# ---- mtr_drv_flat ----
$ cat src/rtl/mtr_pkg.sv
// mtr_pkg: shared constants, types and helpers for the motor PWM driver.
//   PWM_W        - width of speed commands, duty values and the period counter
//   ZERO_DUTY    - duty for zero speed (50 %)
//   CNT_MAX      - last count of the 2048-cycle PWM period
//   DEAD_CYC_DEF - default dead-time length in clk cycles
//   nonovr_state_t - states of the per-channel non-overlap FSM
package mtr_pkg;

    localparam int PWM_W = 11;
    localparam logic [PWM_W-1:0] ZERO_DUTY = 11'h400;
    localparam logic [PWM_W-1:0] CNT_MAX   = 11'h7FF;
    localparam int DEAD_CYC_DEF = 32;

    typedef enum logic {
        DEAD  = 1'b0,
        DRIVE = 1'b1
    } nonovr_state_t;

    // Signed speed -> offset-binary duty (spd + 1024). The full signed range
    // maps exactly onto 0..2047, so no saturation is required.
    function automatic logic [PWM_W-1:0] spd_to_duty(input logic [PWM_W-1:0] spd);
        return {~spd[PWM_W-1], spd[PWM_W-2:0]};
    endfunction

endpackage

$ cat src/rtl/mtr_drv_if.sv
// mtr_drv_if: speed-command inputs and H-bridge drive outputs of mtr_drv.
//   lft_spd/rght_spd       - signed wheel speed commands (11 bit)
//   lft_pwm1/rght_pwm1     - forward (high-side) drives
//   lft_pwm2/rght_pwm2     - reverse (low-side) drives
//   period_strt            - one-cycle pulse at the start of each PWM period
//   modport master: the command source / pin observer
//   modport slave : the driver block itself
interface mtr_drv_if;
    import mtr_pkg::*;

    logic [PWM_W-1:0] lft_spd;
    logic [PWM_W-1:0] rght_spd;
    logic             lft_pwm1;
    logic             lft_pwm2;
    logic             rght_pwm1;
    logic             rght_pwm2;
    logic             period_strt;

    modport master (
        output lft_spd, rght_spd,
        input  lft_pwm1, lft_pwm2, rght_pwm1, rght_pwm2, period_strt
    );

    modport slave (
        input  lft_spd, rght_spd,
        output lft_pwm1, lft_pwm2, rght_pwm1, rght_pwm2, period_strt
    );

endinterface

$ cat src/rtl/mtr_drv_chk.sv
// mtr_drv_chk: safety checker for one complementary output pair.
//   clk  - system clock
//   pwm1 - forward drive of the pair
//   pwm2 - reverse drive of the pair
// Both switches of a half-bridge leg must never be on together.
module mtr_drv_chk (
    input logic clk,
    input logic pwm1,
    input logic pwm2
);

    a_no_shoot_through: assert property (@(posedge clk) !(pwm1 && pwm2))
        else $error("shoot-through: pwm1 and pwm2 both high");

endmodule

$ cat src/rtl/pwm_nonovr.sv
// pwm_nonovr: one PWM channel with a double-buffered duty register and a
// non-overlap (dead-time) state machine driving a complementary output pair.
//   clk  - system clock
//   rst  - synchronous active-high reset
//   cnt  - shared period counter (0..2047)
//   spd  - signed speed command
//   pwm1 - forward drive (registered)
//   pwm2 - reverse drive (registered)
module pwm_nonovr
    import mtr_pkg::*;
#(
    parameter int DEAD_CYC = DEAD_CYC_DEF
) (
    input  logic             clk,
    input  logic             rst,
    input  logic [PWM_W-1:0] cnt,
    input  logic [PWM_W-1:0] spd,
    output logic             pwm1,
    output logic             pwm2
);

    localparam logic [7:0] DEAD_LAST = 8'(DEAD_CYC - 1);

    logic [PWM_W-1:0] duty_q_r;
    logic             raw_r;
    logic             raw_d_r;
    nonovr_state_t    state_r;
    nonovr_state_t    state_s;
    logic [7:0]       dcnt_r;
    logic [7:0]       dcnt_s;
    logic             pwm1_r;
    logic             pwm1_s;
    logic             pwm2_r;
    logic             pwm2_s;
    logic             edge_s;

    // Duty buffer and raw PWM: duty only changes on the wrap so a period is
    // never cut short; raw is registered and so trails cnt by one cycle.
    always_ff @(posedge clk) begin
        if (rst) begin
            duty_q_r <= ZERO_DUTY;
            raw_r    <= 1'b0;
            raw_d_r  <= 1'b0;
        end else begin
            if (cnt == CNT_MAX) begin
                duty_q_r <= spd_to_duty(spd);
            end else begin
                duty_q_r <= duty_q_r;
            end
            raw_r   <= (cnt < duty_q_r);
            raw_d_r <= raw_r;
        end
    end

    // Non-overlap FSM state, dead counter and registered output pair.
    always_ff @(posedge clk) begin
        if (rst) begin
            state_r <= DEAD;
            dcnt_r  <= 8'd0;
            pwm1_r  <= 1'b0;
            pwm2_r  <= 1'b0;
        end else begin
            state_r <= state_s;
            dcnt_r  <= dcnt_s;
            pwm1_r  <= pwm1_s;
            pwm2_r  <= pwm2_s;
        end
    end

    // Next state and next outputs. A raw edge always wins and (re)starts the
    // dead window, so pulses no longer than DEAD_CYC never reach the pins.
    // Outputs are derived from the next state so that the pair drops in the
    // same clock that the edge is seen.
    always_comb begin
        edge_s  = raw_r ^ raw_d_r;
        state_s = state_r;
        dcnt_s  = dcnt_r;
        pwm1_s  = 1'b0;
        pwm2_s  = 1'b0;
        if (edge_s) begin
            state_s = DEAD;
            dcnt_s  = 8'd0;
        end else begin
            case (state_r)
                DEAD: begin
                    if (dcnt_r == DEAD_LAST) begin
                        state_s = DRIVE;
                        dcnt_s  = 8'd0;
                    end else begin
                        state_s = DEAD;
                        dcnt_s  = dcnt_r + 8'd1;
                    end
                end
                DRIVE: begin
                    state_s = DRIVE;
                    dcnt_s  = dcnt_r;
                end
                default: begin
                    state_s = DEAD;
                    dcnt_s  = 8'd0;
                end
            endcase
        end
        if (state_s == DRIVE) begin
            pwm1_s = raw_r;
            pwm2_s = ~raw_r;
        end else begin
            pwm1_s = 1'b0;
            pwm2_s = 1'b0;
        end
    end

    assign pwm1 = pwm1_r;
    assign pwm2 = pwm2_r;

endmodule

$ cat src/rtl/mtr_drv.sv
// mtr_drv: converts left/right signed speed commands into complementary
// H-bridge PWM pairs with dead-time insertion.
//   clk - system clock
//   rst - synchronous active-high reset
//   bus - mtr_drv_if.slave: speed inputs, four drive outputs, period_strt
// Holds the shared 2048-cycle period counter; each wheel gets its own
// pwm_nonovr channel.
module mtr_drv
    import mtr_pkg::*;
#(
    parameter int DEAD_CYC = DEAD_CYC_DEF
) (
    input  logic        clk,
    input  logic        rst,
    mtr_drv_if.slave    bus
);

    logic [PWM_W-1:0] cnt_r;
    logic             period_strt_r;

    // Free-running period counter; period_strt is registered so it is high
    // in exactly the cycle where cnt reads 0 after a wrap.
    always_ff @(posedge clk) begin
        if (rst) begin
            cnt_r         <= {PWM_W{1'b0}};
            period_strt_r <= 1'b0;
        end else begin
            cnt_r         <= cnt_r + 11'd1;
            period_strt_r <= (cnt_r == CNT_MAX);
        end
    end

    assign bus.period_strt = period_strt_r;

    pwm_nonovr #(.DEAD_CYC(DEAD_CYC)) u_lft (
        .clk  (clk),
        .rst  (rst),
        .cnt  (cnt_r),
        .spd  (bus.lft_spd),
        .pwm1 (bus.lft_pwm1),
        .pwm2 (bus.lft_pwm2)
    );

    pwm_nonovr #(.DEAD_CYC(DEAD_CYC)) u_rght (
        .clk  (clk),
        .rst  (rst),
        .cnt  (cnt_r),
        .spd  (bus.rght_spd),
        .pwm1 (bus.rght_pwm1),
        .pwm2 (bus.rght_pwm2)
    );

    mtr_drv_chk u_chk_lft (
        .clk  (clk),
        .pwm1 (bus.lft_pwm1),
        .pwm2 (bus.lft_pwm2)
    );

    mtr_drv_chk u_chk_rght (
        .clk  (clk),
        .pwm1 (bus.rght_pwm1),
        .pwm2 (bus.rght_pwm2)
    );

endmodule

$ cat src/flat_wrapper.sv
// flat-port wrapper written by rule: the top's interface ports become plain ports
module mtr_drv_flat import mtr_pkg::*;
#(
    parameter int DEAD_CYC = DEAD_CYC_DEF
)
  (clk, rst, bus_lft_spd, bus_rght_spd, bus_lft_pwm1, bus_lft_pwm2, bus_rght_pwm1, bus_rght_pwm2, bus_period_strt);
  mtr_drv_if bus_i ();
  input  logic clk;
  input  logic rst;
  input wire logic [$bits(bus_i.lft_spd)-1:0] bus_lft_spd;
  input wire logic [$bits(bus_i.rght_spd)-1:0] bus_rght_spd;
  output wire logic [$bits(bus_i.lft_pwm1)-1:0] bus_lft_pwm1;
  output wire logic [$bits(bus_i.lft_pwm2)-1:0] bus_lft_pwm2;
  output wire logic [$bits(bus_i.rght_pwm1)-1:0] bus_rght_pwm1;
  output wire logic [$bits(bus_i.rght_pwm2)-1:0] bus_rght_pwm2;
  output wire logic [$bits(bus_i.period_strt)-1:0] bus_period_strt;
  assign bus_i.lft_spd = bus_lft_spd;
  assign bus_i.rght_spd = bus_rght_spd;
  assign bus_lft_pwm1 = bus_i.lft_pwm1;
  assign bus_lft_pwm2 = bus_i.lft_pwm2;
  assign bus_rght_pwm1 = bus_i.rght_pwm1;
  assign bus_rght_pwm2 = bus_i.rght_pwm2;
  assign bus_period_strt = bus_i.period_strt;
  mtr_drv #(.DEAD_CYC(DEAD_CYC)) u_core (.clk(clk), .rst(rst), .bus(bus_i));
endmodule
$ cat config.mk
export PLATFORM = sky130hd
export DESIGN_NAME = mtr_drv_flat
export DESIGN_NICKNAME = d
export VERILOG_FILES = /design/src/rtl/mtr_pkg.sv /design/src/rtl/mtr_drv_if.sv /design/src/rtl/mtr_drv_chk.sv /design/src/rtl/pwm_nonovr.sv /design/src/rtl/mtr_drv.sv /design/src/flat_wrapper.sv
export SDC_FILE = /design/constraint.sdc
export NUM_CORES = 1
export LEC_CHECK = 0
export CAP_MARGIN = 20
export CORE_UTILIZATION = 40
export CTS_CLUSTER_DIAMETER = 80
export CTS_CLUSTER_SIZE = 24
export DETAILED_ROUTE_END_ITERATION = 6
export PLACE_DENSITY_LB_ADDON = 0.08
export SLEW_MARGIN = 30
export SYNTH_ARGS = -nofsm -noshare
export SYNTH_HDL_FRONTEND = slang
export SYNTH_HIERARCHICAL = 1
export SYNTH_SLANG_ARGS = --single-unit
$ cat constraint.sdc
create_clock -name clk -period 1.6 [get_ports clk]
set_input_delay 0.4 -clock clk [delete_from_list [all_inputs] [get_ports clk]]
set_output_delay 0.4 -clock clk [all_outputs]
set_load 0.005 [all_outputs]
mtr_drv_flat, met3 routing:
Scale: 3 px per um.
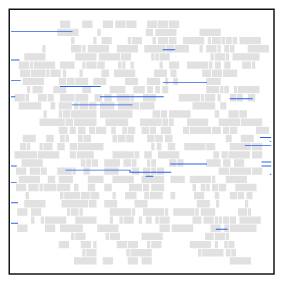
nets with wire on the layer: 18
main direction: horizontal
longest straight run: 21.4 um
wire length on this layer: 186 um

==> job_summary.md <==
## Synthesis and layout report

| Metric | Value |
|---|---|
| Met3 WL post-DR | `186 um` |
| Rows | `30` |
| Post-synth top area cell | `dfxtp_1` |
| Outcome | `completed` |
| R2r startpoint | `u_core/cnt_r[4]$_SDFF_PP0_` |
| Switching Fraction | `21.8%` |
| Post-synth seq share | `40.9%` |
| Top logic family | `simple AND/OR/NAND/NOR gates` |
| Yosys cell count | `304` |
| DRC Markers | `0` |
| R2R depth | `5` |
| CP Launch Point | `u_core/cnt_r[4]$_SDFF_PP0_` |
| Htree depth | `3` |
| Ys Warns | `6` |
| Post-DP HPWL | `3890 um` |
| Worst path slowest cell | `dfxtp_4` |
cell type report:
| type | count | area [um^2] | area share, % |
|---|---|---|---|
| flip-flops and latches | 60 | 1220 | 32.4 |
| multi-input cells | 211 | 1620 | 43.0 |
| clock buffers | 12 | 155 | 4.12 |
| repair buffers | 55 | 513 | 13.6 |
| inverters | 24 | 90.1 | 2.39 |
| well taps | 96 | 120 | 3.19 |
| clock inverters | 4 | 47.5 | 1.26 |
registers in the layout, indices dropped and copies added, names as in the netlist:
signal / flops
u_core/bus.period_strt: 1
u_core/u_lft/raw_r: 1
u_core/u_rght/duty_q_r: 11
u_core/u_rght/pwm1: 1
u_core/u_lft/pwm1: 1
u_core/u_lft/raw_d_r: 1
u_core/u_rght/dcnt_r: 8
u_core/u_lft/state_r: 1
u_core/u_rght/pwm2: 1
u_core/cnt_r: 11
u_core/u_rght/state_r: 1
u_core/u_lft/dcnt_r: 8
u_core/u_lft/duty_q_r: 11
u_core/u_rght/raw_r: 1
u_core/u_rght/raw_d_r: 1
u_core/u_lft/pwm2: 1

# ---- dct88_mac_engine ----
dct88_mac_engine, clock nets:
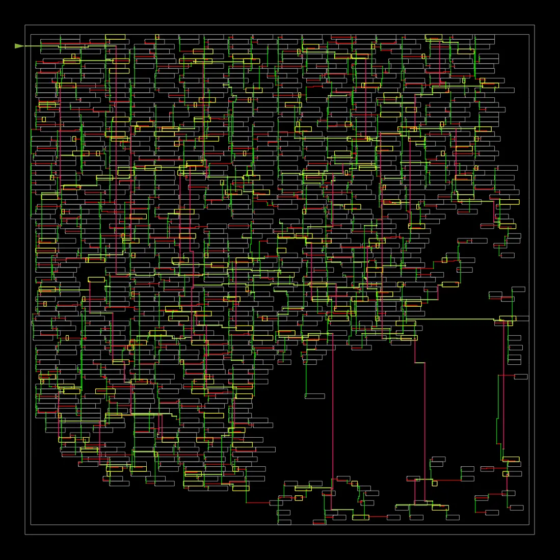
dct88_mac_engine, met3 routing:
Scale: 1 px per um.
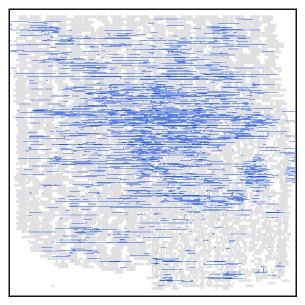
$ cat config.mk
export PLATFORM = sky130hd
export DESIGN_NAME = dct88_mac_engine
export DESIGN_NICKNAME = d
export VERILOG_FILES = /design/src/rtl/dct88_pkg.sv /design/src/rtl/dct88_mac.sv /design/src/rtl/ice40_ebr.sv /design/src/rtl/dct88_mac_engine.sv
export SDC_FILE = /design/constraint.sdc
export NUM_CORES = 2
export LEC_CHECK = 0
export CORE_MARGIN = 3
export CORE_UTILIZATION = 67
export DETAILED_ROUTE_END_ITERATION = 12
export GPL_ROUTABILITY_DRIVEN = 0
export PLACE_DENSITY = 0.84
export SLEW_MARGIN = 25
export SYNTH_ARGS = -nofsm -noshare
export SYNTH_HDL_FRONTEND = slang
export SYNTH_SLANG_ARGS = --single-unit
$ cat constraint.sdc
create_clock -name clock -period 19.4 [get_ports clock]
set_input_delay 1.94 -clock clock [delete_from_list [all_inputs] [get_ports clock]]
set_output_delay 1.94 -clock clock [all_outputs]
set_load 0.02 [all_outputs]
$ cat src/rtl/dct88_pkg.sv
// Shared constants for the 8x8 forward DCT engine: cosine table (11 fractional bits),
// JPEG zig-zag map, FSM state encodings and the saturation helper.
package dct88_pkg;

    localparam int COEF_W = 12;

    typedef logic [1:0] state_t;
    localparam state_t ST_IDLE = 2'd0;
    localparam state_t ST_ROW  = 2'd1;
    localparam state_t ST_COL  = 2'd2;
    localparam state_t ST_DONE = 2'd3;

    typedef logic signed [COEF_W-1:0] coef_t;

    // COS_LUT[u][x] = round(2048 * 0.5 * C(u) * cos((2x+1)u*pi/16))
    localparam coef_t COS_LUT [8][8] = '{
        '{ 12'sd724,   12'sd724,   12'sd724,   12'sd724,   12'sd724,   12'sd724,   12'sd724,   12'sd724 },
        '{ 12'sd1004,  12'sd851,   12'sd569,   12'sd200,  -12'sd200,  -12'sd569,  -12'sd851,  -12'sd1004 },
        '{ 12'sd946,   12'sd392,  -12'sd392,  -12'sd946,  -12'sd946,  -12'sd392,   12'sd392,   12'sd946 },
        '{ 12'sd851,  -12'sd200,  -12'sd1004, -12'sd569,   12'sd569,   12'sd1004,  12'sd200,  -12'sd851 },
        '{ 12'sd724,  -12'sd724,  -12'sd724,   12'sd724,   12'sd724,  -12'sd724,  -12'sd724,   12'sd724 },
        '{ 12'sd569,  -12'sd1004,  12'sd200,   12'sd851,  -12'sd851,  -12'sd200,   12'sd1004, -12'sd569 },
        '{ 12'sd392,  -12'sd946,   12'sd946,  -12'sd392,  -12'sd392,   12'sd946,  -12'sd946,   12'sd392 },
        '{ 12'sd200,  -12'sd569,   12'sd851,  -12'sd1004,  12'sd1004, -12'sd851,   12'sd569,  -12'sd200 }
    };

    // Natural index (8v+u) -> position in the JPEG zig-zag scan.
    localparam logic [5:0] ZIGZAG_LUT [64] = '{
        6'd0,  6'd1,  6'd5,  6'd6,  6'd14, 6'd15, 6'd27, 6'd28,
        6'd2,  6'd4,  6'd7,  6'd13, 6'd16, 6'd26, 6'd29, 6'd42,
        6'd3,  6'd8,  6'd12, 6'd17, 6'd25, 6'd30, 6'd41, 6'd43,
        6'd9,  6'd11, 6'd18, 6'd24, 6'd31, 6'd40, 6'd44, 6'd53,
        6'd10, 6'd19, 6'd23, 6'd32, 6'd39, 6'd45, 6'd52, 6'd54,
        6'd20, 6'd22, 6'd33, 6'd38, 6'd46, 6'd51, 6'd55, 6'd60,
        6'd21, 6'd34, 6'd37, 6'd47, 6'd50, 6'd56, 6'd59, 6'd61,
        6'd35, 6'd36, 6'd48, 6'd49, 6'd57, 6'd58, 6'd62, 6'd63
    };

    function automatic logic signed [63:0] saturate(input logic signed [63:0] value, input int width);
        logic signed [63:0] hi;
        logic signed [63:0] lo;
        hi = (64'sd1 <<< (width - 1)) - 64'sd1;
        lo = -(64'sd1 <<< (width - 1));
        if (value > hi)      return hi;
        else if (value < lo) return lo;
        else                 return value;
    endfunction

endpackage

$ cat src/rtl/dct88_mac.sv
// 8-tap multiply-accumulate with round-half-up and dual saturation widths,
// shared by the row pass (16-bit result) and the column pass (OUT_WIDTH result).
module dct88_mac
    import dct88_pkg::*;
#(
    parameter int OUT_WIDTH = 16,
    parameter int ACC_W     = 31,
    parameter int COEF_FRAC = 11
) (
    input  logic                        clock,
    input  logic                        reset,
    input  logic                        clear,
    input  logic                        acc_en,
    input  logic signed [COEF_W-1:0]    coef,
    input  logic signed [15:0]          sample,
    output logic signed [15:0]          row_result,
    output logic signed [OUT_WIDTH-1:0] col_result
);
    localparam logic signed [ACC_W-1:0] HALF = ACC_W'(1) <<< (COEF_FRAC - 1);

    logic signed [ACC_W-1:0] acc;
    logic signed [ACC_W-1:0] product;
    logic signed [ACC_W-1:0] rounded;
    logic signed [63:0]      rounded_ext;

    assign product     = ACC_W'(coef) * ACC_W'(sample);
    assign rounded     = (acc + HALF) >>> COEF_FRAC;
    assign rounded_ext = 64'(rounded);
    assign row_result  = 16'(saturate(rounded_ext, 16));
    assign col_result  = OUT_WIDTH'(saturate(rounded_ext, OUT_WIDTH));

    always_ff @(posedge clock) begin
        if (reset || clear) acc <= '0;
        else if (acc_en)    acc <= acc + product;
    end
endmodule

$ cat src/rtl/ice40_ebr.sv
// Simple dual-port embedded block RAM with registered (one-cycle) read.
module ice40_ebr #(
    parameter int addr_width = 8,
    parameter int data_width = 16
) (
    input  logic                  clock,
    input  logic                  wr_en,
    input  logic [addr_width-1:0] wr_addr,
    input  logic [data_width-1:0] wr_data,
    input  logic [addr_width-1:0] rd_addr,
    output logic [data_width-1:0] rd_data
);
    logic [data_width-1:0] mem [1 << addr_width];

    always_ff @(posedge clock) begin
        if (wr_en) mem[wr_addr] <= wr_data;
        rd_data <= mem[rd_addr];
    end
endmodule

$ cat src/rtl/dct88_mac_engine.sv
// 8x8 forward DCT: row pass into a transposed scratchpad, column pass to the result EBR.
//   state   | meaning
//   IDLE    | waiting for an accepted start
//   ROW     | 64 row outputs, source -> scratch at 8u+r
//   COL     | 64 column outputs, scratch -> result EBR
//   DONE    | single cycle, raises finished
module dct88_mac_engine
    import dct88_pkg::*;
#(
    parameter int IN_WIDTH  = 8,
    parameter int OUT_WIDTH = 16,
    parameter int COEF_FRAC = 11,
    parameter int CHANNELS  = 3,
    localparam int CH_W     = (CHANNELS > 2) ? $clog2(CHANNELS) : 1
) (
    input  logic                 clock,
    input  logic                 reset,
    input  logic                 start,
    input  logic [CH_W-1:0]      channel,
    input  logic                 zigzag,
    output logic                 busy,
    output logic                 finished,
    output logic [CH_W+5:0]      fetch_addr,
    input  logic [IN_WIDTH-1:0]  src_data_in,
    output logic [CH_W+5:0]      result_write_addr,
    output logic                 result_wren,
    output logic [OUT_WIDTH-1:0] result_out
);
    localparam int ACC_W = ((IN_WIDTH > 16) ? IN_WIDTH : 16) + COEF_W + 3;

    state_t          state;
    logic [3:0]      phase;
    logic [2:0]      freq;
    logic [2:0]      line;
    logic [CH_W-1:0] ch;
    logic            zz;
    logic [CH_W+5:0] fetch_hold;
    logic [CH_W+5:0] fetch_live;
    logic            fetch_live_en;
    logic            in_pass;
    logic            last_phase;
    logic            last_out;
    logic            accept;
    logic [2:0]      tap;
    logic [5:0]      nat_idx;
    logic [15:0]     scratch_rd;
    logic signed [15:0]          sample;
    logic signed [15:0]          row_result;
    logic signed [OUT_WIDTH-1:0] col_result;

    assign in_pass    = (state == ST_ROW) || (state == ST_COL);
    assign last_phase = (phase == 4'd9);
    assign last_out   = last_phase && (freq == 3'd7) && (line == 3'd7);
    assign accept     = start && (state == ST_IDLE) && (32'(channel) < CHANNELS);
    assign tap        = 3'(phase - 4'd1);

    // Live address during the eight read cycles; otherwise the last issued one is held.
    assign fetch_live    = {ch, line, phase[2:0]};
    assign fetch_live_en = (state == ST_ROW) && (phase < 4'd8);
    assign fetch_addr    = fetch_live_en ? fetch_live : fetch_hold;

    assign sample = (state == ST_COL) ? $signed(scratch_rd) : 16'(signed'(src_data_in));

    // In COL, line is the horizontal frequency u and freq is the vertical frequency v.
    assign nat_idx           = {freq, line};
    assign result_write_addr = {ch, zz ? ZIGZAG_LUT[nat_idx] : nat_idx};
    assign result_wren       = (state == ST_COL) && last_phase;
    assign result_out        = col_result;
    assign busy              = (state != ST_IDLE);
    assign finished          = (state == ST_DONE);

    always_ff @(posedge clock) begin
        if (reset) begin
            state      <= ST_IDLE;
            phase      <= '0;
            freq       <= '0;
            line       <= '0;
            ch         <= '0;
            zz         <= 1'b0;
            fetch_hold <= '0;
        end else begin
            if (fetch_live_en) fetch_hold <= fetch_live;
            case (state)
                ST_IDLE: if (accept) begin
                    state <= ST_ROW;
                    ch    <= channel;
                    zz    <= zigzag;
                    phase <= '0;
                    freq  <= '0;
                    line  <= '0;
                end
                ST_ROW, ST_COL: begin
                    if (last_phase) begin
                        phase <= '0;
                        freq  <= freq + 3'd1;
                        if (freq == 3'd7) line <= line + 3'd1;
                        if (last_out) state <= (state == ST_ROW) ? ST_COL : ST_DONE;
                    end else begin
                        phase <= phase + 4'd1;
                    end
                end
                default: state <= ST_IDLE;
            endcase
        end
    end

    ice40_ebr #(.addr_width(8), .data_width(16)) u_scratch (
        .clock   (clock),
        .wr_en   ((state == ST_ROW) && last_phase),
        .wr_addr ({freq, line}),
        .wr_data (row_result),
        .rd_addr ({line, phase[2:0]}),
        .rd_data (scratch_rd)
    );

    dct88_mac #(.OUT_WIDTH(OUT_WIDTH), .ACC_W(ACC_W), .COEF_FRAC(COEF_FRAC)) u_mac (
        .clock      (clock),
        .reset      (reset),
        .clear      (phase == 4'd0),
        .acc_en     (in_pass && (phase != 4'd0) && (phase <= 4'd8)),
        .coef       (COS_LUT[freq][tap]),
        .sample     (sample),
        .row_result (row_result),
        .col_result (col_result)
    );
endmodule
==> job_summary.md <==
## Synthesis and layout report

| Metric | Value |
|---|---|
| Vias/cell | `7.09` |
| Most used logic cell in the final layout | `edfxtp_1` |
| Post-route design area | `58,300 um^2` |
| Global-route wire length before repair | `213,000 um` |
| CP max stage delay | `1.00 ns` |
| Relative slew slack | `29.6%` |
| Worst setup SP type | `register` |
| Top cells by count | `edfxtp_1, mux4_2, inv_1` |
| Seq area share | `55.2%` |
| Setup CP Type | `register to register` |
| Crit end category | `register` |
| Adder share | `9.87%` |
| Floorplan Utilization | `68.2%` |
| Top cells, area | `edfxtp_1, mux4_2, fa_1, ha_1, dfxtp_1` |
| Setup_tns | `0 ns` |
| Yosys cell count | `3,284` |
| Async set-reset flop share out of synthesis | `0%` |
| Floorplan net count | `3,603` |
| Top logic family | `multiplexers` |
| I/O Buffers | `48` |
| Distinct lib cells | `70` |
| Area leader share | `58.8%` |
| Hold Buf Count CTS | `0` |
| Required time worst endpoint | `19.91 ns` |
| Die height | `285 um` |
| Logic inverters | `252` |
| Mapped Avg Cell Area | `15.9 um^2` |
| Pre-CTS WS | `8.53 ns` |
| Logic share of the area | `32.3%` |
| Chip Area, Yosys | `52,300 um^2` |
| Clock sinks | `1,094` |
| Final Core Density | `76.0%` |
| Die W | `285 um` |
| Critical path arrival | `11.21 ns` |
| Outcome | `completed` |
| Worst-path clk slew | `0.06 ns` |
| Post-synthesis cell area | `52,300 um^2` |
| CTS Root Cell | `clkbuf_16` |
| Buffers, non-clock | `153` |
| Flip-flops | `1,094` |
About 'clock nets' of dct88_mac_engine:
clkbuf count: 119
Setup Skew: 0.0457 ns
worst skew pair latency: 0.69 ns
CTS Buf Count: 104

About 'met3 routing' of dct88_mac_engine:
nets with wire on the layer: 759
main direction: horizontal
longest straight run: 95.9 um

-- registers in the layout, summed over array words and instances (netlist names) --
register,flops
line,3
freq,3
u_scratch.mem,1024
u_scratch.rd_data,16
phase,4
u_mac.acc,31
zz,1
state,2
ch,2
fetch_hold,8
-- per-stage QoR --
step                      hold slack, ns  std cells
after floorplan                    0.468       3284
after global placement             0.510       4304
after detailed placement           0.509       4305
after CTS                          0.518       4500
after global routing               0.551       4501
final                              0.515       4503
-- worst paths after layout --
path	to	cells after the start	slack (ns)
setup reg to reg	u_mac.acc[27]$_SDFFE_PP0P_	33	8.70
setup / recovery	u_mac.acc[27]$_SDFFE_PP0P_	33	8.70
hold / removal	u_mac.acc[30]$_SDFFE_PP0P_	2	0.51
hold reg to reg	u_mac.acc[30]$_SDFFE_PP0P_	2	0.51
-- routing by layer --
metal	vias up	GRT usage, %	wire [um]
li1	12600	-	-
met1	15900	46.2	46500
met2	2816	58.0	69500
met3	622	9.28	18300
met4	0	17.2	9100
met5	-	0	0

# ---- instruction_sequencer ----
instruction_sequencer, wiring by layer:
Scale: 6 px per um.
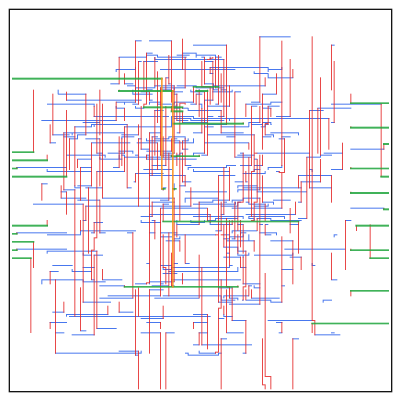
instruction_sequencer, met3 routing:
Scale: 4 px per um.
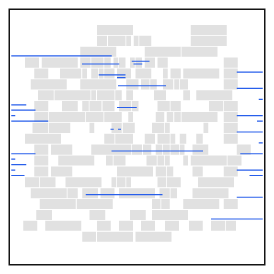
`src/rtl/instruction_sequencer.sv`:
```
// ----------------------------------------------------------------------------
// instruction_sequencer
//
// Control stage in front of the Aeolus register file and shift register.
// Takes 8-bit instruction words ({opcode[7:4], operand[3:0]}) over a
// valid/ready handshake and sequences the multi-cycle load/ALU/shift strobes.
//
// Handshake: a word is accepted on the rising edge where instr_valid and
// instr_ready are both 1. instr_ready is 1 only in IDLE. A valid word offered
// while instr_ready is 0 is dropped, because nothing is queued. The producer
// may change or withdraw instr_valid at any time.
//
// Optional feature (macro SEQ_ILLEGAL_TRAP_EN): an illegal opcode parks the
// FSM in HALT, with instr_ready=0 and no done, until reset. When the macro is
// undefined, an illegal opcode retires like a NOP and sets err.
//
// Ports:
//   clk          system clock; everything is on posedge
//   reset        asynchronous active-low reset
//   instr_in     instruction word {opcode, operand}
//   instr_valid  instr_in is valid
//   instr_ready  sequencer is in IDLE and can accept
//   operand_out  operand presented to register/shift inputs (held outside LOAD)
//   lda/ldb/ldo  register A/B/O load strobes
//   alu_op       00 ADD, 01 SUB, 10 MUL (held through EXEC and WRITE)
//   shift_load   shift-register load enable
//   shift_state  10 LSH, 01 RSH, 00 hold
//   done         one-cycle pulse when an instruction retires
//   err          sticky illegal-opcode flag
//   dbg_state    current FSM state, for debug/observation
// ----------------------------------------------------------------------------
module instruction_sequencer #(
    parameter int ALU_LATENCY = 2,
    parameter int DATA_WIDTH  = 4
) (
    input  logic                  clk,
    input  logic                  reset,
    input  logic [7:0]            instr_in,
    input  logic                  instr_valid,
    output logic                  instr_ready,
    output logic [DATA_WIDTH-1:0] operand_out,
    output logic                  lda,
    output logic                  ldb,
    output logic                  ldo,
    output logic [1:0]            alu_op,
    output logic                  shift_load,
    output logic [1:0]            shift_state,
    output logic                  done,
    output logic                  err,
    output logic [2:0]            dbg_state
);

    typedef enum logic [2:0] {
        S_IDLE   = 3'd0,
        S_DECODE = 3'd1,
        S_LOAD   = 3'd2,
        S_EXEC   = 3'd3,
        S_WRITE  = 3'd4,
`ifdef SEQ_ILLEGAL_TRAP_EN
        S_SHIFT  = 3'd5,
        S_HALT   = 3'd6
`else
        S_SHIFT  = 3'd5
`endif
    } state_t;

    localparam logic [3:0] OP_NOP = 4'h0;
    localparam logic [3:0] OP_LDA = 4'h1;
    localparam logic [3:0] OP_LDB = 4'h2;
    localparam logic [3:0] OP_ADD = 4'h3;
    localparam logic [3:0] OP_SUB = 4'h4;
    localparam logic [3:0] OP_MUL = 4'h5;
    localparam logic [3:0] OP_LSH = 4'h6;
    localparam logic [3:0] OP_RSH = 4'h7;
    localparam logic [3:0] OP_LDS = 4'h8;

    localparam logic [3:0] ALU_CNT_INIT = 4'(ALU_LATENCY - 1);

    state_t                r_state;
    logic [7:0]            r_instr;
    logic [3:0]            r_cnt;
    logic                  r_ready;
    logic [DATA_WIDTH-1:0] r_operand;
    logic                  r_lda;
    logic                  r_ldb;
    logic                  r_ldo;
    logic [1:0]            r_alu_op;
    logic                  r_shift_load;
    logic [1:0]            r_shift_state;
    logic                  r_done;
    logic                  r_err;

    state_t                w_next_state;
    logic [3:0]            w_cnt_next;
    logic                  w_done_next;
    logic                  w_err_next;
    logic                  w_accept;
    logic [3:0]            w_opcode;
    logic [3:0]            w_operand;
    logic [1:0]            w_alu_code;
    logic [1:0]            w_shift_dir;

    assign w_opcode  = r_instr[7:4];
    assign w_operand = r_instr[3:0];
    assign w_accept  = (r_state == S_IDLE) && instr_valid && r_ready;

    always_comb begin
        w_alu_code = 2'b00;
        case (w_opcode)
            OP_SUB:  w_alu_code = 2'b01;
            OP_MUL:  w_alu_code = 2'b10;
            default: w_alu_code = 2'b00;
        endcase
    end

    assign w_shift_dir = (w_opcode == OP_LSH) ? 2'b10 : 2'b01;

    // Next-state logic. The counter is loaded with (length - 1) on entry to
    // EXEC/SHIFT so that the state lasts exactly "length" cycles.
    always_comb begin
        w_next_state = r_state;
        w_cnt_next   = r_cnt;
        w_done_next  = 1'b0;
        w_err_next   = r_err;
        case (r_state)
            S_IDLE: begin
                if (w_accept) w_next_state = S_DECODE;
            end
            S_DECODE: begin
                case (w_opcode)
                    OP_NOP: begin
                        w_next_state = S_IDLE;
                        w_done_next  = 1'b1;
                    end
                    OP_LDA, OP_LDB, OP_LDS: w_next_state = S_LOAD;
                    OP_ADD, OP_SUB, OP_MUL: begin
                        w_next_state = S_EXEC;
                        w_cnt_next   = ALU_CNT_INIT;
                    end
                    OP_LSH, OP_RSH: begin
                        if (w_operand != 4'd0) begin
                            w_next_state = S_SHIFT;
                            w_cnt_next   = w_operand - 4'd1;
                        end else begin
                            w_next_state = S_IDLE;
                            w_done_next  = 1'b1;
                        end
                    end
                    default: begin
                        w_err_next = 1'b1;
`ifdef SEQ_ILLEGAL_TRAP_EN
                        w_next_state = S_HALT;
`else
                        w_next_state = S_IDLE;
                        w_done_next  = 1'b1;
`endif
                    end
                endcase
            end
            S_LOAD: begin
                w_next_state = S_IDLE;
                w_done_next  = 1'b1;
            end
            S_EXEC: begin
                if (r_cnt == 4'd0) w_next_state = S_WRITE;
                else               w_cnt_next   = r_cnt - 4'd1;
            end
            S_WRITE: begin
                w_next_state = S_IDLE;
                w_done_next  = 1'b1;
            end
            S_SHIFT: begin
                if (r_cnt == 4'd0) begin
                    w_next_state = S_IDLE;
                    w_done_next  = 1'b1;
                end else begin
                    w_cnt_next = r_cnt - 4'd1;
                end
            end
`ifdef SEQ_ILLEGAL_TRAP_EN
            S_HALT: w_next_state = S_HALT;
`endif
            default: w_next_state = S_IDLE;
        endcase
    end

    // State and registered outputs. Each output is computed from the state
    // being entered, so it lines up exactly with that state's cycle.
    always_ff @(posedge clk or negedge reset) begin
        if (!reset) begin
            r_state       <= S_IDLE;
            r_instr       <= 8'h00;
            r_cnt         <= 4'd0;
            r_ready       <= 1'b0;
            r_operand     <= '0;
            r_lda         <= 1'b0;
            r_ldb         <= 1'b0;
            r_ldo         <= 1'b0;
            r_alu_op      <= 2'b00;
            r_shift_load  <= 1'b0;
            r_shift_state <= 2'b00;
            r_done        <= 1'b0;
            r_err         <= 1'b0;
        end else begin
            r_state <= w_next_state;
            r_cnt   <= w_cnt_next;
            if (w_accept) r_instr <= instr_in;
            r_ready      <= (w_next_state == S_IDLE);
            r_lda        <= (w_next_state == S_LOAD) && (w_opcode == OP_LDA);
            r_ldb        <= (w_next_state == S_LOAD) && (w_opcode == OP_LDB);
            r_shift_load <= (w_next_state == S_LOAD) && (w_opcode == OP_LDS);
            r_ldo        <= (w_next_state == S_WRITE);
            r_alu_op     <= ((w_next_state == S_EXEC) || (w_next_state == S_WRITE))
                            ? w_alu_code : 2'b00;
            r_shift_state <= (w_next_state == S_SHIFT) ? w_shift_dir : 2'b00;
            if (w_next_state == S_LOAD) r_operand <= DATA_WIDTH'(w_operand);
            r_done <= w_done_next;
            r_err  <= w_err_next;
        end
    end

    assign instr_ready = r_ready;
    assign operand_out = r_operand;
    assign lda         = r_lda;
    assign ldb         = r_ldb;
    assign ldo         = r_ldo;
    assign alu_op      = r_alu_op;
    assign shift_load  = r_shift_load;
    assign shift_state = r_shift_state;
    assign done        = r_done;
    assign err         = r_err;
    assign dbg_state   = r_state;

endmodule
```
`config.mk`:
```
export PLATFORM = sky130hd
export DESIGN_NAME = instruction_sequencer
export DESIGN_NICKNAME = d
export VERILOG_FILES = /design/src/rtl/instruction_sequencer.sv
export SDC_FILE = /design/constraint.sdc
export NUM_CORES = 1
export LEC_CHECK = 0
export ABC_CLOCK_PERIOD_IN_PS = 2900
export CAP_MARGIN = 10
export CORE_MARGIN = 3
export CORE_UTILIZATION = 45
export DETAILED_ROUTE_END_ITERATION = 12
export GPL_ROUTABILITY_DRIVEN = 0
export PLACE_DENSITY = 0.71
export SLEW_MARGIN = 20
export SYNTH_ARGS = -nofsm -noshare
export SYNTH_HDL_FRONTEND = slang
export SYNTH_SLANG_ARGS = --single-unit
```
`constraint.sdc`:
```
create_clock -name clk -period 2.9 [get_ports clk]
set_clock_uncertainty 0.1 [all_clocks]
set_input_delay 0.58 -clock clk [delete_from_list [all_inputs] [get_ports clk]]
set_output_delay 0.58 -clock clk [all_outputs]
set_load 0.005 [all_outputs]
```
==> job_summary.md <==
## Synthesis and layout report

| Metric | Value |
|---|---|
| Outcome | `completed` |
| Initial drt markers | `38` |
| Crit end category | `register` |
| Cycle use final | `76.5%` |
| Worst-path clk slew | `0.08 ns` |
| EDFF count, synth | `0` |
| Distinct lib cells | `42` |
| Endpoints failing setup | `0` |
| CTS max path bufs | `2` |
| Mapped Avg Cell Area | `11.5 um^2` |
| Async set-reset flop share out of synthesis | `100%` |
| Uppermost layer routed | `met4` |
| Final Core Density | `59.5%` |
| N_diodes | `0` |
| Critical path buffers and inverters | `1` |
| Setup_tns | `0 ns` |
| RSZ-0062 raised after global routing | `false` |
| Global Route met1 Usage | `20.0%` |
| Largest cell class by area | `registers` |
| Global-route wire length before repair | `5220 um` |
| Floorplan net count | `143` |
| Critical path arrival | `2.34 ns` |
| Registers, synthesis | `30` |
| Syn Inst Count | `129` |
| Relative slew slack | `57.4%` |
| Yosys top cell by instances | `dfrtp_1` |
| Fillers | `300` |
| DRC Markers | `0` |
| Via count | `1,115` |
| Post-DP HPWL | `2090 um` |
| Post-route design area | `1850 um^2` |
| Wirelength per Cell | `14.3 um` |
| Overall power | `1.86 mW` |
| Post-synth top area cell | `dfrtp_1` |
| CP max stage delay | `0.59 ns` |
| Met3 WL post-DR | `199 um` |
| Share of layout cells above drive strength 1 | `17.0%` |
| Placed Cells | `196` |
| Chip Area, Yosys | `1490 um^2` |
| Seq. cell area | `751 um^2` |
| Number of post-CTS setup repair buffers | `0` |
| Total detailed-routing wirelength | `2890 um` |
| MaxCap Viol Count | `0` |
| Post-Layout Cell Count | `203` |
## Picture notes: 'wiring by layer' of instruction_sequencer
legend:
  green:
    layer: metal 3
    wire_length: 199 um
  orange:
    layer: metal 4
    wire_length: 51.0 um
  red:
    layer: metal 2
    wire_length: 1,400 um
  blue:
    layer: metal 1
    wire_length: 1,250 um

## Picture notes: 'met3 routing' of instruction_sequencer
share of all routed wire: 6.9%
longest straight run: 24.8 um
wire length on this layer: 199 um
nets with wire on the layer: 29
main direction: horizontal

-- path summary, 6_finish.rpt --
kind / from / endpoint / slack [ns] / cells past startpoint
max: r_instr[0]$_DFFE_PN0P_ / ldb$_DFF_PN0_ / 0.68 / 6
min: err$_DFFE_PN0P_ / err$_DFFE_PN0P_ / 0.39 / 1
max reg2reg: r_instr[0]$_DFFE_PN0P_ / ldb$_DFF_PN0_ / 0.68 / 6
min reg2reg: err$_DFFE_PN0P_ / err$_DFFE_PN0P_ / 0.39 / 1
max in group asynchronous: reset / dbg_state[2]$_DFF_PN0_ / 1.89 / 2
min in group asynchronous: reset / ldb$_DFF_PN0_ / 0.54 / 2
-- kinds of logic (layout without fill, tap and decap cells) --
kind of cell,after synthesis,in the layout,synth area share (%)
AND/OR/NAND/NOR,37,37,15.2
multiplexers,12,12,10.1
XOR/XNOR,4,4,2.36
adder cells (fa/ha/maj),3,3,2.53
buffers and inverters,15,45,4.63
flip-flops,30,30,50.5
AND-OR/OR-AND,28,28,14.6
-- where the power goes --
group | internal, mW | switching (mW) | total (mW)
registers | 0.574 | 0.221 | 0.795
clock network | 0.0912 | 0.128 | 0.219
logic | 0.499 | 0.350 | 0.849
total | 1.16 | 0.699 | 1.86

# ---- boot_loader ----
boot_loader, floorplan with the power grid:
Scale: 3 px per um. Pins as bars on the die edge. Tap cells in gray.
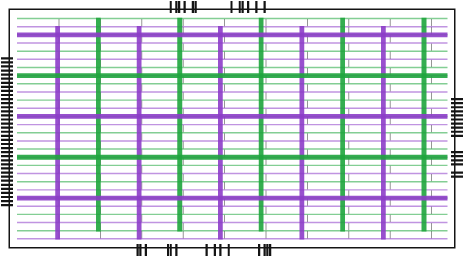
boot_loader, signal wires on met2:
Scale: 2 px per um.
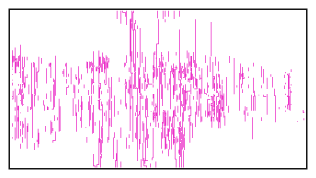
boot_loader, clock nets:
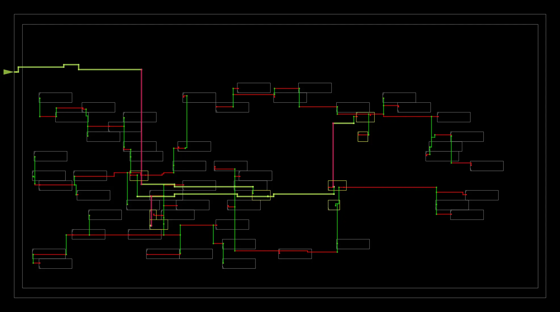
[config.mk]
export PLATFORM = sky130hd
export DESIGN_NAME = boot_loader
export DESIGN_NICKNAME = d
export VERILOG_FILES = /design/src/rtl/boot_loader.sv
export SDC_FILE = /design/constraint.sdc
export NUM_CORES = 1
export LEC_CHECK = 0
export ABC_CLOCK_PERIOD_IN_PS = 5580
export CAP_MARGIN = 20
export CORE_AREA = 2 2 146 77
export CTS_BUF_LIST = sky130_fd_sc_hd__clkbuf_4 sky130_fd_sc_hd__clkbuf_8
export DETAILED_ROUTE_END_ITERATION = 6
export DIE_AREA = 0 0 148 79
export DONT_BUFFER_PORTS = 1
export SKIP_CTS_REPAIR_TIMING = 1
export SLEW_MARGIN = 20
export SYNTH_ARGS = -nofsm -noshare
export SYNTH_HDL_FRONTEND = slang
export SYNTH_SLANG_ARGS = --single-unit
[constraint.sdc]
create_clock -name clk -period 5.58 [get_ports clk]
set_input_delay 1.116 -clock clk [delete_from_list [all_inputs] [get_ports clk]]
set_output_delay 1.116 -clock clk [all_outputs]
set_load 0.05 [all_outputs]
[src/rtl/boot_loader.sv]
// Byte-stream program loader: owns the memory port from reset until an
// image is written, then hands the port to the CPU as a pass-through.
module boot_loader #(
  parameter int ADDR_W    = 15,
  parameter int DATA_W    = 16,
  parameter int MAX_WORDS = 128
) (
  input  logic              clk,
  input  logic              rst,
  input  logic              in_valid,
  input  logic [7:0]        in_data,
  output logic              in_ready,
  input  logic              cpu_we,
  input  logic [ADDR_W-1:0] cpu_addr,
  input  logic [DATA_W-1:0] cpu_wdata,
  output logic              mem_we,
  output logic [ADDR_W-1:0] mem_addr,
  output logic [DATA_W-1:0] mem_wdata,
  output logic              cpu_run,
  output logic              busy,
  output logic              error
);

  typedef enum logic [2:0] {
    CNT_LO,
    CNT_HI,
    DAT_LO,
    DAT_HI,
    WRITE,
    DONE,
    ERR
  } state_t;

  state_t      state;
  state_t      state_n;
  logic [15:0] count;
  logic [15:0] index;
  logic [15:0] word;
  logic [15:0] n_full;
  logic        accept;
  logic        run_q;

  assign accept = in_valid && in_ready;
  // full word count as seen while count_hi is on the bus
  assign n_full = {in_data, count[7:0]};
  assign cpu_run = run_q;

  always_ff @(posedge clk or posedge rst) begin
    if (rst) begin
      state <= CNT_LO;
      count <= '0;
      index <= '0;
      word  <= '0;
      run_q <= 1'b0;
    end else begin
      state <= state_n;
      run_q <= (state_n == DONE);
      if (accept) begin
        unique case (state)
          CNT_LO:  count[7:0]  <= in_data;
          CNT_HI:  count[15:8] <= in_data;
          DAT_LO:  word[7:0]   <= in_data;
          DAT_HI:  word[15:8]  <= in_data;
          default: ;
        endcase
      end
      if (state == WRITE)
        index <= index + 16'd1;
    end
  end

  always_comb begin
    state_n   = state;
    in_ready  = 1'b0;
    busy      = 1'b0;
    error     = 1'b0;
    mem_we    = 1'b0;
    mem_addr  = '0;
    mem_wdata = '0;
    unique case (state)
      CNT_LO: begin
        in_ready = 1'b1;
        busy     = 1'b1;
        if (accept)
          state_n = CNT_HI;
      end
      CNT_HI: begin
        in_ready = 1'b1;
        busy     = 1'b1;
        if (accept) begin
          if (n_full == 16'd0)
            state_n = DONE;
          else if (n_full > 16'(MAX_WORDS))
            state_n = ERR;
          else
            state_n = DAT_LO;
        end
      end
      DAT_LO: begin
        in_ready = 1'b1;
        busy     = 1'b1;
        if (accept)
          state_n = DAT_HI;
      end
      DAT_HI: begin
        in_ready = 1'b1;
        busy     = 1'b1;
        if (accept)
          state_n = WRITE;
      end
      WRITE: begin
        busy      = 1'b1;
        mem_we    = 1'b1;
        mem_addr  = ADDR_W'(index);
        mem_wdata = DATA_W'(word);
        if (index + 16'd1 == count)
          state_n = DONE;
        else
          state_n = DAT_LO;
      end
      DONE: begin
        mem_we    = cpu_we;
        mem_addr  = cpu_addr;
        mem_wdata = cpu_wdata;
      end
      ERR: begin
        error = 1'b1;
      end
      default: state_n = CNT_LO;
    endcase
  end

endmodule

==> job_summary.md <==
## Synthesis and layout report

| Metric | Value |
|---|---|
| Vias/cell | `5.51` |
| Outcome | `completed` |
| GR Util met3 | `3.85%` |
| N_diodes | `0` |
| Antenna violations before repair | `0` |
| Seq area share | `39.7%` |
| Syn Inst Count | `287` |
| Min Tclk post-route | `3.83 ns` |
| I/O Buffers | `0` |
| Critical path's top delay family | `buffers and inverters` |
| Setup ws final | `1.75 ns` |
| Power density cells | `204 nW/um^2` |
| Logic share of the area | `50.6%` |
| Clkbuf count | `5` |
| Largest regs | `count x16, index x16, word x16` |
| Area of the core | `10,500 um^2` |
| Share of layout cells above drive strength 1 | `20.7%` |
| Distinct lib cells | `46` |
| Yosys top cell by instances | `dfrtp_1` |
| Area leader share | `42.6%` |
| Total GRT Usage | `15.1%` |
| Registers, synthesis | `52` |
| Sw Pwr | `193 uW` |
| Global-route wire length before repair | `13,500 um` |
| Rows | `27` |
| Post-synthesis cell area | `3060 um^2` |
| Cycle use final | `68.6%` |
| Die ar. | `11,700 um^2` |
| Yosys cell count | `287` |
| Overall power | `669 uW` |
| Worst setup SP type | `register` |
| Met3 WL post-DR | `682 um` |
| Multi-In Gates | `211` |
| Wirelength per Cell | `19.3 um` |
## Picture notes: 'floorplan with the power grid' of boot_loader
legend:
  purple:
    net: VSS
  green:
    net: VDD
met4 straps: 10
met1 rails: 28

## Picture notes: 'signal wires on met2' of boot_loader
share of all routed wire: 39%
wire length on this layer: 3,180 um
nets with wire on the layer: 291
longest straight run: 36.2 um
main direction: vertical

## Picture notes: 'clock nets' of boot_loader
worst skew pair latency: 0.32 ns
CTS Buf Count: 5
flip-flops: 52

## placed cells by master, fill, tap and decap left out, drive strengths merged, types with 4 or more instances in the layout
cell and count:
clkbuf 5, nor2 9, dfrtp 52, xor2 15
nor3 9, nor4 6, inv 6, a22o 31
nand2 18, o21ai 10, nand4 8, and3 4
or3 4, nand3 10, buf 4, mux2 32
xnor2 20
## worst paths after layout
path                                         end  slack [ns]                   from  cells past startpoint
max                                 mem_wdata[3]        1.75     state[2]$_DFF_PP0_                      4
min                        index[15]$_DFFE_PP0N_        0.50  index[15]$_DFFE_PP0N_                      1
max reg2reg                   state[1]$_DFF_PP0_        2.85   index[0]$_DFFE_PP0N_                      7
min reg2reg                index[15]$_DFFE_PP0N_        0.50  index[15]$_DFFE_PP0N_                      1
max in group asynchronous   word[11]$_DFFE_PP0P_        4.27                    rst                      2
min in group asynchronous      cpu_run$_DFF_PP0_        0.84                    rst                      2
## power groups by stage
stage / Sequential [mW] / Combinational, mW / Clock (mW)
after CTS: 0.377 / 0.0666 / 0.236
after floorplan: 0.384 / 0.0620 / 0
after global placement: 0.384 / 0.0666 / 0
final: 0.377 / 0.0656 / 0.226
after global routing: 0.377 / 0.0688 / 0.253
after detailed placement: 0.384 / 0.0663 / 0

# ---- koggstone_32 ----
<file path="config.mk">
export PLATFORM = sky130hd
export DESIGN_NAME = koggstone_32
export DESIGN_NICKNAME = d
export VERILOG_FILES = /design/src/rtl/koggstone_pkg.sv /design/src/rtl/ks_black_cell.sv /design/src/rtl/koggstone_32.sv
export SDC_FILE = /design/constraint.sdc
export NUM_CORES = 1
export LEC_CHECK = 0
export CAP_MARGIN = 0
export CORE_MARGIN = 2
export CORE_UTILIZATION = 30
export CTS_BUF_LIST = sky130_fd_sc_hd__clkbuf_16
export DETAILED_ROUTE_END_ITERATION = 16
export PLACE_DENSITY = 0.63
export SETUP_SLACK_MARGIN = 0.05
export SYNTH_ARGS = -nofsm -noshare
export SYNTH_HDL_FRONTEND = slang
export SYNTH_SLANG_ARGS = --single-unit
export TNS_END_PERCENT = 10
</file>
<file path="constraint.sdc">
create_clock -name clk -period 3.14 [get_ports clk]
set_clock_uncertainty 0.2 [all_clocks]
set_input_delay 0.628 -clock clk [delete_from_list [all_inputs] [get_ports clk]]
set_output_delay 0.628 -clock clk [all_outputs]
set_load 0.1 [all_outputs]
</file>
<file path="src/rtl/koggstone_pkg.sv">
// Shared constants for the Kogge-Stone adder.
//   WIDTH  : operand width (power of two; 32 is the verified configuration)
//   LEVELS : prefix-tree depth, derived as $clog2(WIDTH)
package koggstone_pkg;

  localparam int unsigned WIDTH  = 32;
  localparam int unsigned LEVELS = $clog2(WIDTH);

endpackage : koggstone_pkg

</file>
<file path="src/rtl/ks_black_cell.sv">
// Kogge-Stone prefix black cell: merges a high (gh,ph) group with the
// adjacent low (gl,pl) group into one generate/propagate pair.
// Ports:
//   gh, ph : generate/propagate of the more-significant group
//   gl, pl : generate/propagate of the less-significant group
//   g, p   : combined group generate/propagate
module ks_black_cell (
  input  logic gh,
  input  logic ph,
  input  logic gl,
  input  logic pl,
  output logic g,
  output logic p
);

  assign g = gh | (ph & gl);
  assign p = ph & pl;

endmodule : ks_black_cell

</file>
<file path="src/rtl/koggstone_32.sv">
// 32-bit Kogge-Stone parallel-prefix adder with carry-in, carry-out and a
// single output register: {co,s} = a + b + ci, available one cycle after the
// operands are sampled.
// Ports:
//   clk : clock, rising-edge active
//   rst : synchronous active-high reset, clears s and co
//   s   : registered sum, modulo 2^WIDTH
//   co  : registered carry out of bit WIDTH-1
//   a   : operand A (unsigned)
//   b   : operand B (unsigned)
//   ci  : carry into bit 0
module koggstone_32
  import koggstone_pkg::*;
(
  input  logic             clk,
  input  logic             rst,
  output logic [WIDTH-1:0] s,
  output logic             co,
  input  logic [WIDTH-1:0] a,
  input  logic [WIDTH-1:0] b,
  input  logic             ci
);

  logic [WIDTH-1:0] g_bit;
  logic [WIDTH-1:0] p_bit;

  // gk[k][i] / pk[k][i]: group generate/propagate reaching down from bit i
  // after k prefix levels. gk[LEVELS][i] is the carry out of bit i.
  logic [LEVELS:0][WIDTH-1:0]   gk;
  logic [LEVELS-1:0][WIDTH-1:0] pk;

  logic [WIDTH-1:0] carry;
  logic [WIDTH-1:0] sum_comb;

  assign g_bit = a & b;
  assign p_bit = a ^ b;

  // ci sits at position -1 with G=ci, P=0. Merging it into bit 0 up front
  // leaves position 0 with P=0, so every group that reaches bit 0 then spans
  // down to -1 and the tree stays WIDTH cells wide.
  ks_black_cell u_ci_fold (
    .gh (g_bit[0]),
    .ph (p_bit[0]),
    .gl (ci),
    .pl (1'b0),
    .g  (gk[0][0]),
    .p  (pk[0][0])
  );

  assign gk[0][WIDTH-1:1] = g_bit[WIDTH-1:1];
  assign pk[0][WIDTH-1:1] = p_bit[WIDTH-1:1];

  // Levels 0..LEVELS-2 produce both G and P. The last level only needs G
  // (its P would be unused), so it is built as a generate-only merge.
  for (genvar k = 0; k < LEVELS; k++) begin : g_level
    localparam int unsigned D = 1 << k;
    for (genvar i = 0; i < WIDTH; i++) begin : g_bit_pos
      if (i < D) begin : g_pass
        assign gk[k+1][i] = gk[k][i];
        if (k < LEVELS - 1) begin : g_pass_p
          assign pk[k+1][i] = pk[k][i];
        end
      end else if (k < LEVELS - 1) begin : g_black
        ks_black_cell u_cell (
          .gh (gk[k][i]),
          .ph (pk[k][i]),
          .gl (gk[k][i-D]),
          .pl (pk[k][i-D]),
          .g  (gk[k+1][i]),
          .p  (pk[k+1][i])
        );
      end else begin : g_gray
        assign gk[k+1][i] = gk[k][i] | (pk[k][i] & gk[k][i-D]);
      end
    end
  end

  assign carry = gk[LEVELS];

  always_comb begin
    sum_comb    = '0;
    sum_comb[0] = p_bit[0] ^ ci;
    for (int unsigned i = 1; i < WIDTH; i++) begin
      sum_comb[i] = p_bit[i] ^ carry[i-1];
    end
  end

  always_ff @(posedge clk) begin
    if (rst) begin
      s  <= '0;
      co <= 1'b0;
    end else begin
      s  <= sum_comb;
      co <= carry[WIDTH-1];
    end
  end

endmodule : koggstone_32

</file>
==> job_summary.md <==
## Synthesis and layout report

| Metric | Value |
|---|---|
| Outcome | `completed` |
| Worst setup SP type | `primary input` |
| Met2 WL | `3950 um` |
| Die W | `101 um` |
| Htree depth | `2` |
| Antenna violations before repair | `0` |
| Leakage | `1.98 nW` |
| CTS tree | `done` |
| VDD IR max | `0.286 mV` |
| Registers, synthesis | `33` |
| Final-layout clock-cell area share | `3.25%` |
| Distinct lib cells | `58` |
| First drt pass iteration count | `4` |
| DRC Markers | `0` |
| Critical path buffers and inverters | `1` |
| Fmax | `331 MHz` |
| Syn Inst Count | `334` |
| Crit path cell chain | `clkdlybuf4s50_1, ha_1, a211o_1, a21oi_2, a211oi_2, nor2_2, o21ai_0, a31oi_1, mux2_2` |
| Gp weighted congestion | `0.877` |
==> layer usage <==
metal  up-vias  track usage, %
met5         -               0
met4         0            5.16
met3        10            2.84
met2        90            28.0
met1      1361            20.9
li1       1520               -
==> power groups by stage <==
stage	clock [mW]	combinational, mW	sequential (mW)
finish	0.486	1.14	0.498
global placement	0	1.11	0.508
floorplan	0	0.369	0.916
global route	0.513	1.22	0.502
detailed placement	0	1.11	0.505
CTS	0.500	1.13	0.498
==> logic make-up (layout without fill, tap and decap cells) <==
logic type	after synthesis	in the layout
compound gates	110	110
flops	33	33
simple gates	112	112
mux	6	6
buf+inv	22	172
xor+xnor	18	18
fa+ha+maj	33	33
==> metrics by stage <==
stage	worst slack, ns	total power, mW	hold slack [ns]	utilization [%]
after floorplan	-0.0371	1.28	0.644	-
after global placement	-0.518	1.62	0.927	45.2
after detailed placement	-0.559	1.62	0.924	45.2
after CTS	0.0252	2.12	0.704	47.2
after global routing	0.0404	2.23	0.654	48.0
final	0.115	2.13	0.577	48.0
==> flip-flops by register name (all words and copies together), names as in the netlist <==
signal,flops
co,1
s,32
koggstone_32, wiring by layer:
Scale: 4 px per um.
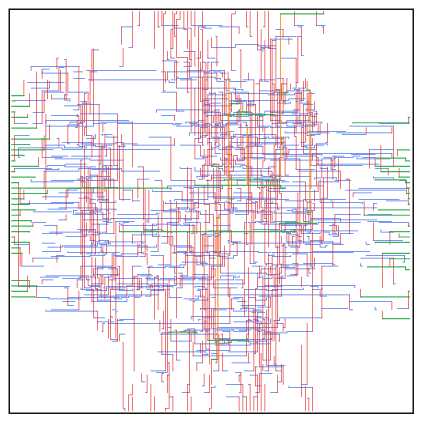
legend:
  green:
    layer: metal 3
    wire_length: 445 um
  red:
    layer: metal 2
    wire_length: 3,950 um
  orange:
    layer: metal 4
    wire_length: 152 um
  blue:
    layer: metal 1
    wire_length: 3,800 um



==> gallery <==
Clock nets.
panel A
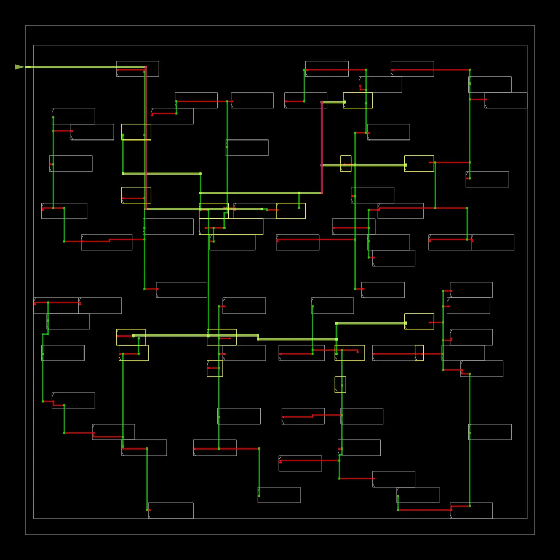
panel B
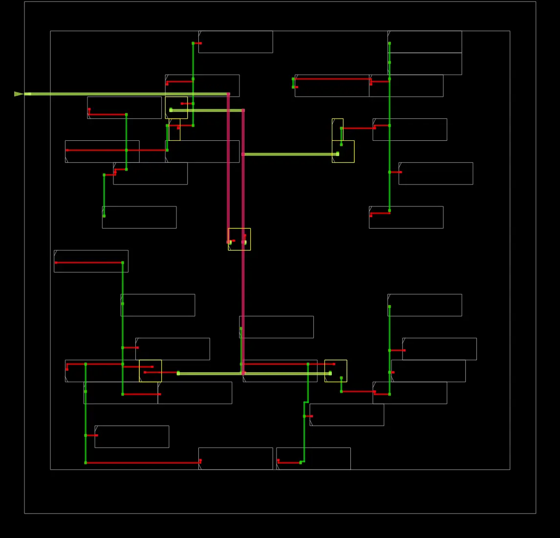
panel C
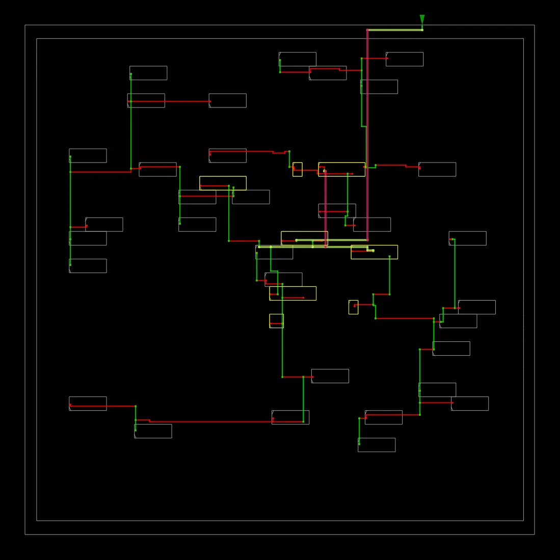
koggstone_32 is panel C.
mtr_drv_flat is panel A.
instruction_sequencer is panel B.
- most sequential cells: panel A
- most clock buffers: panel A

Power figures rest on the tool's default switching activity, not on a simulated workload.
